=== block 1 ===
### Clock nets, block 1

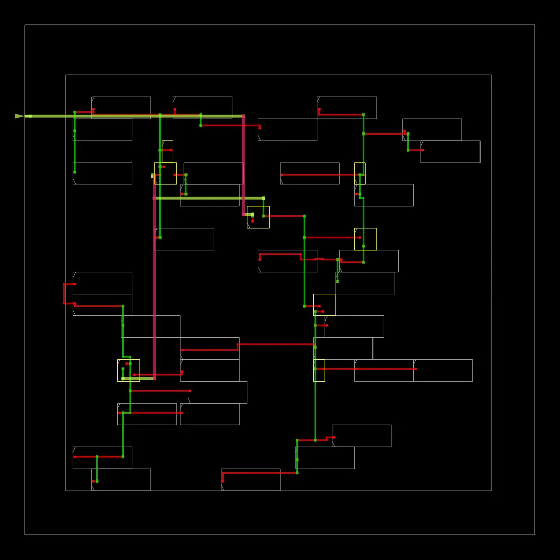
===== src/rtl/nivel_pkg.sv =====
// nivel_pkg: FSM state encoding, Nivel codes and level-decoding helpers shared by condicionador_nivel.
package nivel_pkg;
  typedef enum logic [1:0] {
    OCIOSO   = 2'd0,
    ENCHENDO = 2'd1,
    CHEIO    = 2'd2,
    ERRO     = 2'd3
  } estado_t;
  localparam logic [1:0] NIVEL_VAZIO = 2'd0;
  localparam logic [1:0] NIVEL_BAIXO = 2'd1;
  localparam logic [1:0] NIVEL_MEDIO = 2'd2;
  localparam logic [1:0] NIVEL_CHEIO = 2'd3;
  // Probes wet from the bottom up; any gap in the stack is physically impossible.
  function automatic logic consistente(input logic [2:0] hml);
    return hml == 3'b000 || hml == 3'b001 || hml == 3'b011 || hml == 3'b111;
  endfunction
  function automatic logic [1:0] nivel_de(input logic [2:0] hml);
    return hml[2] ? NIVEL_CHEIO : hml[1] ? NIVEL_MEDIO : hml[0] ? NIVEL_BAIXO : NIVEL_VAZIO;
  endfunction
endpackage


===== src/rtl/filtro_sonda.sv =====
// filtro_sonda: 2-flop synchronizer plus debouncer; level flips on the DEB_CICLOS-th consecutive differing sample.
module filtro_sonda #(
  parameter int DEB_CICLOS = 8
) (
  input  logic clk,
  input  logic rst,
  input  logic raw,
  output logic level
);
  localparam int CW = $clog2(DEB_CICLOS);
  localparam logic [CW-1:0] CMAX = CW'(DEB_CICLOS - 1);
  logic s1_q, s2_q, level_q, level_d;
  logic [CW-1:0] cnt_q, cnt_d;
  always_comb begin
    cnt_d   = (s2_q == level_q || cnt_q == CMAX) ? '0 : cnt_q + 1'b1;
    level_d = (s2_q != level_q && cnt_q == CMAX) ? ~level_q : level_q;
  end
  always_ff @(posedge clk) begin
    if (rst) begin
      s1_q    <= 1'b0;
      s2_q    <= 1'b0;
      level_q <= 1'b0;
      cnt_q   <= '0;
    end else begin
      s1_q    <= raw;
      s2_q    <= s1_q;
      level_q <= level_d;
      cnt_q   <= cnt_d;
    end
  end
  assign level = level_q;
endmodule


===== src/rtl/condicionador_nivel.sv =====
// condicionador_nivel: debounced 3-probe tank level conditioner with fill-valve FSM.
// Define FILL_TIMEOUT_EN to add a watchdog that faults a fill lasting TIMEOUT_ENCHER cycles.
module condicionador_nivel #(
  parameter int DEB_CICLOS     = 8,
  parameter int ERRO_CICLOS    = 16,
  parameter int TIMEOUT_ENCHER = 1024
) (
  input  logic       Clock,
  input  logic       Reset,
  input  logic       Sonda_H,
  input  logic       Sonda_M,
  input  logic       Sonda_L,
  input  logic       Limpa_Erro,
  output logic       H,
  output logic       M,
  output logic       L,
  output logic       Ve,
  output logic       E,
  output logic [1:0] Nivel
);
  import nivel_pkg::*;
  // FSM holds until the debounce pipeline has had time to see real probe samples.
  localparam int AQ_LIM = DEB_CICLOS + 1;
  localparam int AW = $clog2(AQ_LIM + 1);
  localparam int IW = $clog2(ERRO_CICLOS + 1);
  if (DEB_CICLOS < 2 || ERRO_CICLOS < 1 || TIMEOUT_ENCHER < 2) begin : g_param_err
    $error("condicionador_nivel: parameter out of range");
  end
  logic [2:0] hml;
  filtro_sonda #(.DEB_CICLOS(DEB_CICLOS)) u_h (.clk(Clock), .rst(Reset), .raw(Sonda_H), .level(hml[2]));
  filtro_sonda #(.DEB_CICLOS(DEB_CICLOS)) u_m (.clk(Clock), .rst(Reset), .raw(Sonda_M), .level(hml[1]));
  filtro_sonda #(.DEB_CICLOS(DEB_CICLOS)) u_l (.clk(Clock), .rst(Reset), .raw(Sonda_L), .level(hml[0]));
  estado_t state_q, state_d;
  logic [AW-1:0] aq_q, aq_d;
  logic [IW-1:0] inc_q, inc_d;
  logic [1:0] nivel_q, nivel_d;
  logic ve_q, ve_d, e_q, e_d;
  logic cons, pronto, falha, estouro;
`ifdef FILL_TIMEOUT_EN
  localparam int TW = $clog2(TIMEOUT_ENCHER);
  logic [TW-1:0] tmr_q, tmr_d;
  always_comb begin
    tmr_d   = (state_q == ENCHENDO && state_d == ENCHENDO) ? tmr_q + 1'b1 : '0;
    estouro = state_q == ENCHENDO && tmr_q == TW'(TIMEOUT_ENCHER - 1) && !hml[2];
  end
  always_ff @(posedge Clock) tmr_q <= Reset ? '0 : tmr_d;
`else
  assign estouro = 1'b0;
`endif
  always_comb begin
    cons    = consistente(hml);
    pronto  = aq_q == AW'(AQ_LIM);
    falha   = inc_q == IW'(ERRO_CICLOS) || estouro;
    aq_d    = pronto ? aq_q : aq_q + 1'b1;
    inc_d   = cons ? '0 : (inc_q == IW'(ERRO_CICLOS) ? inc_q : inc_q + 1'b1);
    nivel_d = cons ? nivel_de(hml) : nivel_q;
    ve_d    = state_q == ENCHENDO;
    e_d     = state_q == ERRO;
    state_d = !pronto                             ? state_q :
              state_q == ERRO                     ? ((Limpa_Erro && cons) ? OCIOSO : ERRO) :
              falha                               ? ERRO :
              (state_q == OCIOSO && hml[2])       ? CHEIO :
              (state_q == OCIOSO && !hml[1])      ? ENCHENDO :
              (state_q == ENCHENDO && hml[2])     ? CHEIO :
              (state_q == CHEIO && !hml[1])       ? ENCHENDO :
                                                    state_q;
  end
  always_ff @(posedge Clock) begin
    if (Reset) begin
      state_q <= OCIOSO;
      aq_q    <= '0;
      inc_q   <= '0;
      nivel_q <= NIVEL_VAZIO;
      ve_q    <= 1'b0;
      e_q     <= 1'b0;
    end else begin
      state_q <= state_d;
      aq_q    <= aq_d;
      inc_q   <= inc_d;
      nivel_q <= nivel_d;
      ve_q    <= ve_d;
      e_q     <= e_d;
    end
  end
  assign {H, M, L} = hml;
  assign Ve        = ve_q;
  assign E         = e_q;
  assign Nivel     = nivel_q;
endmodule


===== config.mk =====
export PLATFORM = sky130hd
export DESIGN_NAME = condicionador_nivel
export DESIGN_NICKNAME = d
export VERILOG_FILES = /design/src/rtl/nivel_pkg.sv /design/src/rtl/filtro_sonda.sv /design/src/rtl/condicionador_nivel.sv
export SDC_FILE = /design/constraint.sdc
export NUM_CORES = 1
export LEC_CHECK = 0
export CAP_MARGIN = 5
export CORE_MARGIN = 5
export CORE_UTILIZATION = 50
export DETAILED_ROUTE_END_ITERATION = 16
export PLACE_DENSITY = 0.71
export RECOVER_POWER = 25
export SLEW_MARGIN = 25
export SYNTH_ARGS = -nofsm -noshare
export SYNTH_HDL_FRONTEND = slang
export SYNTH_SLANG_ARGS = --single-unit

===== constraint.sdc =====
create_clock -name Clock -period 2.8 [get_ports Clock]
set_clock_uncertainty 0.1 [all_clocks]
set_input_delay 0.56 -clock Clock [delete_from_list [all_inputs] [get_ports Clock]]
set_output_delay 0.56 -clock Clock [all_outputs]
set_load 0.005 [all_outputs]

==> impl_metrics.env <==
# implementation run metrics
export IMPL_warnings=28
export IMPL_comb_area_sq_um=724
export IMPL_die_height_microns=63.3
export IMPL_drt_first_pass_iters=4
export IMPL_ys_seq_share_pct=46.4
export IMPL_timing_worst_setup_path_type="in -> reg"
export IMPL_switching_share_pct=21.3
export IMPL_taps=31
export IMPL_synth_flops=33
export IMPL_largest_reg_flops=5
export IMPL_cp_arrival_ns=2.26
export IMPL_antenna_found_initial=0
export IMPL_rows=19
export IMPL_hold_buffers=0
export IMPL_synth_distinct_cells=35
export IMPL_status="finished clean"
export IMPL_top_cell="dfxtp_1"
export IMPL_placed_area_sq_um=1570
export IMPL_mux_area_share_pct=2.11
export IMPL_setup_violations=0
export IMPL_period_used_pct=78.3
export IMPL_power_uw=757
export IMPL_yosys_stat_cells=137
export IMPL_synthCells=137
export IMPL_critPathMaxFanout=25
export IMPL_worstRegToRegCells=6
export IMPL_via_count=971
About 'Clock nets' of block 1:
sequential cell count: 33
Clock Buffer Count: 8

[through the flow]
step | worst slack [ns] | std cells
after floorplan | 1.24 | 137
after global placement | 0.999 | 177
after detailed placement | 0.964 | 177
after CTS | 0.629 | 185
after global routing | 0.449 | 185
final | 0.606 | 185
[critical path: stages]
cell and delay [ns]:
dlygate4sd3_1 0.56, clkbuf_1 0.81, o21bai_1 0.24, o41ai_2 0.09
[per-layer routing]
layer,up-vias,routed length [microns],GRT usage [%]
li1,506,-,-
met1,445,1080,15.8
met2,15,1060,21.8
met3,5,106,5.51
met4,0,37,5.45
met5,-,0,0

=== block 2 ===
### Signal metal coverage by tile, block 2

The bar under the picture is 20 microns long. 15 x 12 tiles, from white (low) to dark blue (high), scaled to the fullest tile. Values are wire area over tile area, all layers added.
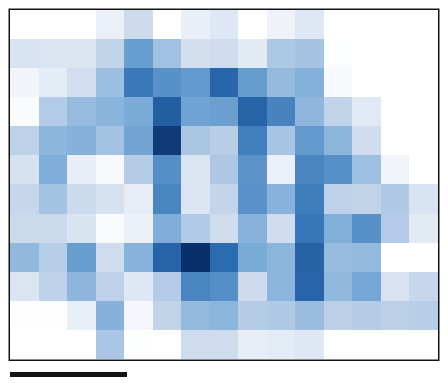
$ cat src/rtl/ram32x4_access_ctrl.sv
// ram32x4_access_ctrl
//
// Sequences every access to the 32x4 synchronous RAM. Two requesters share
// the single RAM port:
//   * a user write requester (level request, held until acknowledged)
//   * a periodic read scanner that walks addresses 0..2**ADDR_W-1 and hands
//     each word, tagged with its address, to the HEX display path.
// Writes win arbitration in IDLE, but a read that has started always runs to
// completion before a write is considered.
//
// Ports
//   clk, rst            clock, synchronous active-high reset
//   wr_req              level write request, held until wr_ack
//   wr_addr, wr_data    write address/data, sampled when the request is accepted
//   wr_ack              1-cycle pulse, coincides with the RAM write cycle
//   scan_tick           1-cycle pulse, asks for the next scan read
//   ram_addr            RAM address (registered, holds last value)
//   ram_wdata           RAM write data (registered, holds last value)
//   ram_wren            RAM write enable (registered, high only in WRITE)
//   ram_q               RAM read data, valid RD_LAT cycles after the address edge
//   rd_valid            1-cycle pulse, rd_addr/rd_data hold a completed read
//   rd_addr, rd_data    address and data of the returned read
//   busy                high whenever the sequencer is not in IDLE
//
// Timing of a scan read (RD_LAT = 1):
//   edge E0 : IDLE sees scan_pend, ram_addr <= scan_addr, enter READ
//   edge E1 : RAM samples ram_addr, enter WAIT
//   edge E2 : ram_q valid, capture rd_data/rd_addr, rd_valid high after E2
// so rd_valid rises 1+RD_LAT cycles after READ entry.

module ram32x4_access_ctrl #(
    parameter int ADDR_W = 5,
    parameter int DATA_W = 4,
    parameter int RD_LAT = 1
) (
    input  logic              clk,
    input  logic              rst,
    input  logic              wr_req,
    input  logic [ADDR_W-1:0] wr_addr,
    input  logic [DATA_W-1:0] wr_data,
    output logic              wr_ack,
    input  logic              scan_tick,
    output logic [ADDR_W-1:0] ram_addr,
    output logic [DATA_W-1:0] ram_wdata,
    output logic              ram_wren,
    input  logic [DATA_W-1:0] ram_q,
    output logic              rd_valid,
    output logic [ADDR_W-1:0] rd_addr,
    output logic [DATA_W-1:0] rd_data,
    output logic              busy
);

    // ------------------------------------------------------------------
    // State encoding
    // ------------------------------------------------------------------
    localparam logic [1:0] S_IDLE  = 2'd0;
    localparam logic [1:0] S_WRITE = 2'd1;
    localparam logic [1:0] S_READ  = 2'd2;
    localparam logic [1:0] S_WAIT  = 2'd3;

    // WAIT lasts RD_LAT cycles; the counter runs 0..RD_LAT-1 and the read
    // data is captured on the edge that ends the last WAIT cycle.
    localparam logic [1:0] WAIT_LAST = 2'(RD_LAT - 1);

    // ------------------------------------------------------------------
    // Registers
    // ------------------------------------------------------------------
    logic [1:0]        state_q,     state_d;
    logic [ADDR_W-1:0] scan_addr_q, scan_addr_d;
    logic              scan_pend_q, scan_pend_d;
    logic              wr_armed_q,  wr_armed_d;
    logic [1:0]        wait_cnt_q,  wait_cnt_d;

    logic [ADDR_W-1:0] ram_addr_q,  ram_addr_d;
    logic [DATA_W-1:0] ram_wdata_q, ram_wdata_d;
    logic              ram_wren_q,  ram_wren_d;
    logic              wr_ack_q,    wr_ack_d;

    logic              rd_valid_q,  rd_valid_d;
    logic [ADDR_W-1:0] rd_addr_q,   rd_addr_d;
    logic [DATA_W-1:0] rd_data_q,   rd_data_d;

    // ------------------------------------------------------------------
    // Next-state logic
    // ------------------------------------------------------------------
    always_comb begin
        state_d     = state_q;
        scan_addr_d = scan_addr_q;
        wait_cnt_d  = wait_cnt_q;
        ram_addr_d  = ram_addr_q;
        ram_wdata_d = ram_wdata_q;
        rd_addr_d   = rd_addr_q;
        rd_data_d   = rd_data_q;

        // Strobes default low: each is a single-cycle pulse.
        ram_wren_d  = 1'b0;
        wr_ack_d    = 1'b0;
        rd_valid_d  = 1'b0;

        // Ticks merge into one pending flag in every state. Clearing happens
        // only at read completion, where a coincident tick re-sets it below.
        scan_pend_d = scan_pend_q | scan_tick;

        // Re-arm once the requester has been seen to drop its request, so a
        // held wr_req produces exactly one RAM write.
        wr_armed_d  = wr_armed_q | ~wr_req;

        case (state_q)
            S_IDLE: begin
                if (wr_req && wr_armed_q) begin
                    // Write has priority over a pending scan read. The RAM
                    // strobes are registered here so they are visible for
                    // exactly the one WRITE cycle.
                    state_d     = S_WRITE;
                    ram_addr_d  = wr_addr;
                    ram_wdata_d = wr_data;
                    ram_wren_d  = 1'b1;
                    wr_ack_d    = 1'b1;
                    wr_armed_d  = 1'b0;
                end else if (scan_pend_q) begin
                    state_d    = S_READ;
                    ram_addr_d = scan_addr_q;
                end
            end

            S_WRITE: begin
                state_d = S_IDLE;
            end

            S_READ: begin
                // The RAM samples ram_addr on the edge leaving READ.
                state_d    = S_WAIT;
                wait_cnt_d = 2'd0;
            end

            S_WAIT: begin
                if (wait_cnt_q == WAIT_LAST) begin
                    state_d     = S_IDLE;
                    rd_valid_d  = 1'b1;
                    rd_data_d   = ram_q;
                    rd_addr_d   = scan_addr_q;
                    // Natural wrap at 2**ADDR_W.
                    scan_addr_d = scan_addr_q + 1'b1;
                    // A tick on the completing edge keeps the flag set.
                    scan_pend_d = scan_tick;
                end else begin
                    wait_cnt_d = wait_cnt_q + 2'd1;
                end
            end

            default: begin
                state_d = S_IDLE;
            end
        endcase
    end

    // ------------------------------------------------------------------
    // State registers. Reset abandons any operation in flight, so an
    // interrupted read never produces rd_valid.
    // ------------------------------------------------------------------
    always_ff @(posedge clk) begin
        if (rst) begin
            state_q     <= S_IDLE;
            scan_addr_q <= '0;
            scan_pend_q <= 1'b0;
            wr_armed_q  <= 1'b1;
            wait_cnt_q  <= 2'd0;
            ram_addr_q  <= '0;
            ram_wdata_q <= '0;
            ram_wren_q  <= 1'b0;
            wr_ack_q    <= 1'b0;
            rd_valid_q  <= 1'b0;
            rd_addr_q   <= '0;
            rd_data_q   <= '0;
        end else begin
            state_q     <= state_d;
            scan_addr_q <= scan_addr_d;
            scan_pend_q <= scan_pend_d;
            wr_armed_q  <= wr_armed_d;
            wait_cnt_q  <= wait_cnt_d;
            ram_addr_q  <= ram_addr_d;
            ram_wdata_q <= ram_wdata_d;
            ram_wren_q  <= ram_wren_d;
            wr_ack_q    <= wr_ack_d;
            rd_valid_q  <= rd_valid_d;
            rd_addr_q   <= rd_addr_d;
            rd_data_q   <= rd_data_d;
        end
    end

    // ------------------------------------------------------------------
    // Outputs
    // ------------------------------------------------------------------
    assign ram_addr  = ram_addr_q;
    assign ram_wdata = ram_wdata_q;
    assign ram_wren  = ram_wren_q;
    assign wr_ack    = wr_ack_q;
    assign rd_valid  = rd_valid_q;
    assign rd_addr   = rd_addr_q;
    assign rd_data   = rd_data_q;
    assign busy      = (state_q != S_IDLE);

endmodule

$ cat config.mk
export PLATFORM = sky130hd
export DESIGN_NAME = ram32x4_access_ctrl
export DESIGN_NICKNAME = d
export VERILOG_FILES = /design/src/rtl/ram32x4_access_ctrl.sv
export SDC_FILE = /design/constraint.sdc
export NUM_CORES = 1
export LEC_CHECK = 0
export CELL_PAD_IN_SITES_DETAIL_PLACEMENT = 1
export CELL_PAD_IN_SITES_GLOBAL_PLACEMENT = 1
export CORE_ASPECT_RATIO = 0.8
export CORE_MARGIN = 3
export CORE_UTILIZATION = 35
export CTS_CLUSTER_DIAMETER = 100
export DETAILED_ROUTE_END_ITERATION = 10
export DONT_BUFFER_PORTS = 1
export PLACE_DENSITY_LB_ADDON = 0.1
export SYNTH_ARGS = -nofsm -noshare
export SYNTH_HDL_FRONTEND = slang
export SYNTH_SLANG_ARGS = --single-unit
$ cat constraint.sdc
create_clock -name clk -period 3.4 [get_ports clk]
set_input_delay 0.68 -clock clk [delete_from_list [all_inputs] [get_ports clk]]
set_output_delay 0.68 -clock clk [all_outputs]
set_load 0.01 [all_outputs]
==> impl_metrics.env <==
# implementation run metrics
export IMPL_slew_headroom_pct=66.5
export IMPL_cts_resized=0
export IMPL_seq_area_sq_um=621
export IMPL_yosys_stat_cells=144
export IMPL_synth_flops=31
export IMPL_status="finished clean"
export IMPL_flops=31
export IMPL_period_used_pct=55.2
export IMPL_cp_startpoint="state_q[1]$_SDFFE_PP0P_"
export IMPL_path_clk_slew_ns=0.06
export IMPL_clock_area_share_pct=8.66
export IMPL_antenna_found_initial=0
export IMPL_m1WireLength_microns=1320
export IMPL_fin_tns_setup_ns=0
export IMPL_via_count=970
export IMPL_ant_nets=0
export IMPL_taps=40
export IMPL_drtIter0Drc=42
export IMPL_cts_sinks=31
export IMPL_worst_pin_slew_ns=0.501
export IMPL_seq_share_pct=45.7
export IMPL_slew_viol_final=0
export IMPL_nonClkBufAreaFrac_pct=0
export IMPL_dpl_hpwl_microns=2070
export IMPL_p_per_area_nw_per_um2=608
export IMPL_end_kind="primary output"
## Picture notes: 'Signal metal coverage by tile' of block 2
tiles over half the peak: 18%
fullest tile: 0.37
nearly empty tiles: 19%
emptiest ninth of the die: north-east
mean over tiles: 0.11

-- metrics by stage --
stage	hold slack, ns	instance area (sq um)	std cells	power, mW
finish	0.460	1360	180	0.826
floorplan	0.432	1270	144	0.462
CTS	0.452	1360	180	0.838
global placement	0.435	1240	172	0.460
detailed placement	0.458	1240	172	0.463
global route	0.447	1360	180	0.862
-- power breakdown --
part,switching [mW],total [mW],internal [mW]
Clock,0.136,0.373,0.237
Sequential,0.0226,0.403,0.380
Combinational,0.0276,0.0502,0.0226
Total,0.186,0.826,0.640


==> screenshots <==
Clock wires, drivers and flops.
The bar under the picture is 20 microns long.
(a)
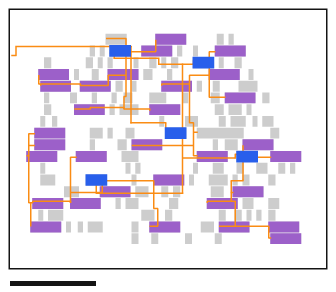
(b)
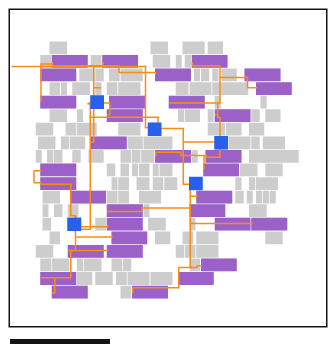
(a) comes from block 2.
(b) comes from block 1.

Power is estimated from default activity; no workload was simulated.
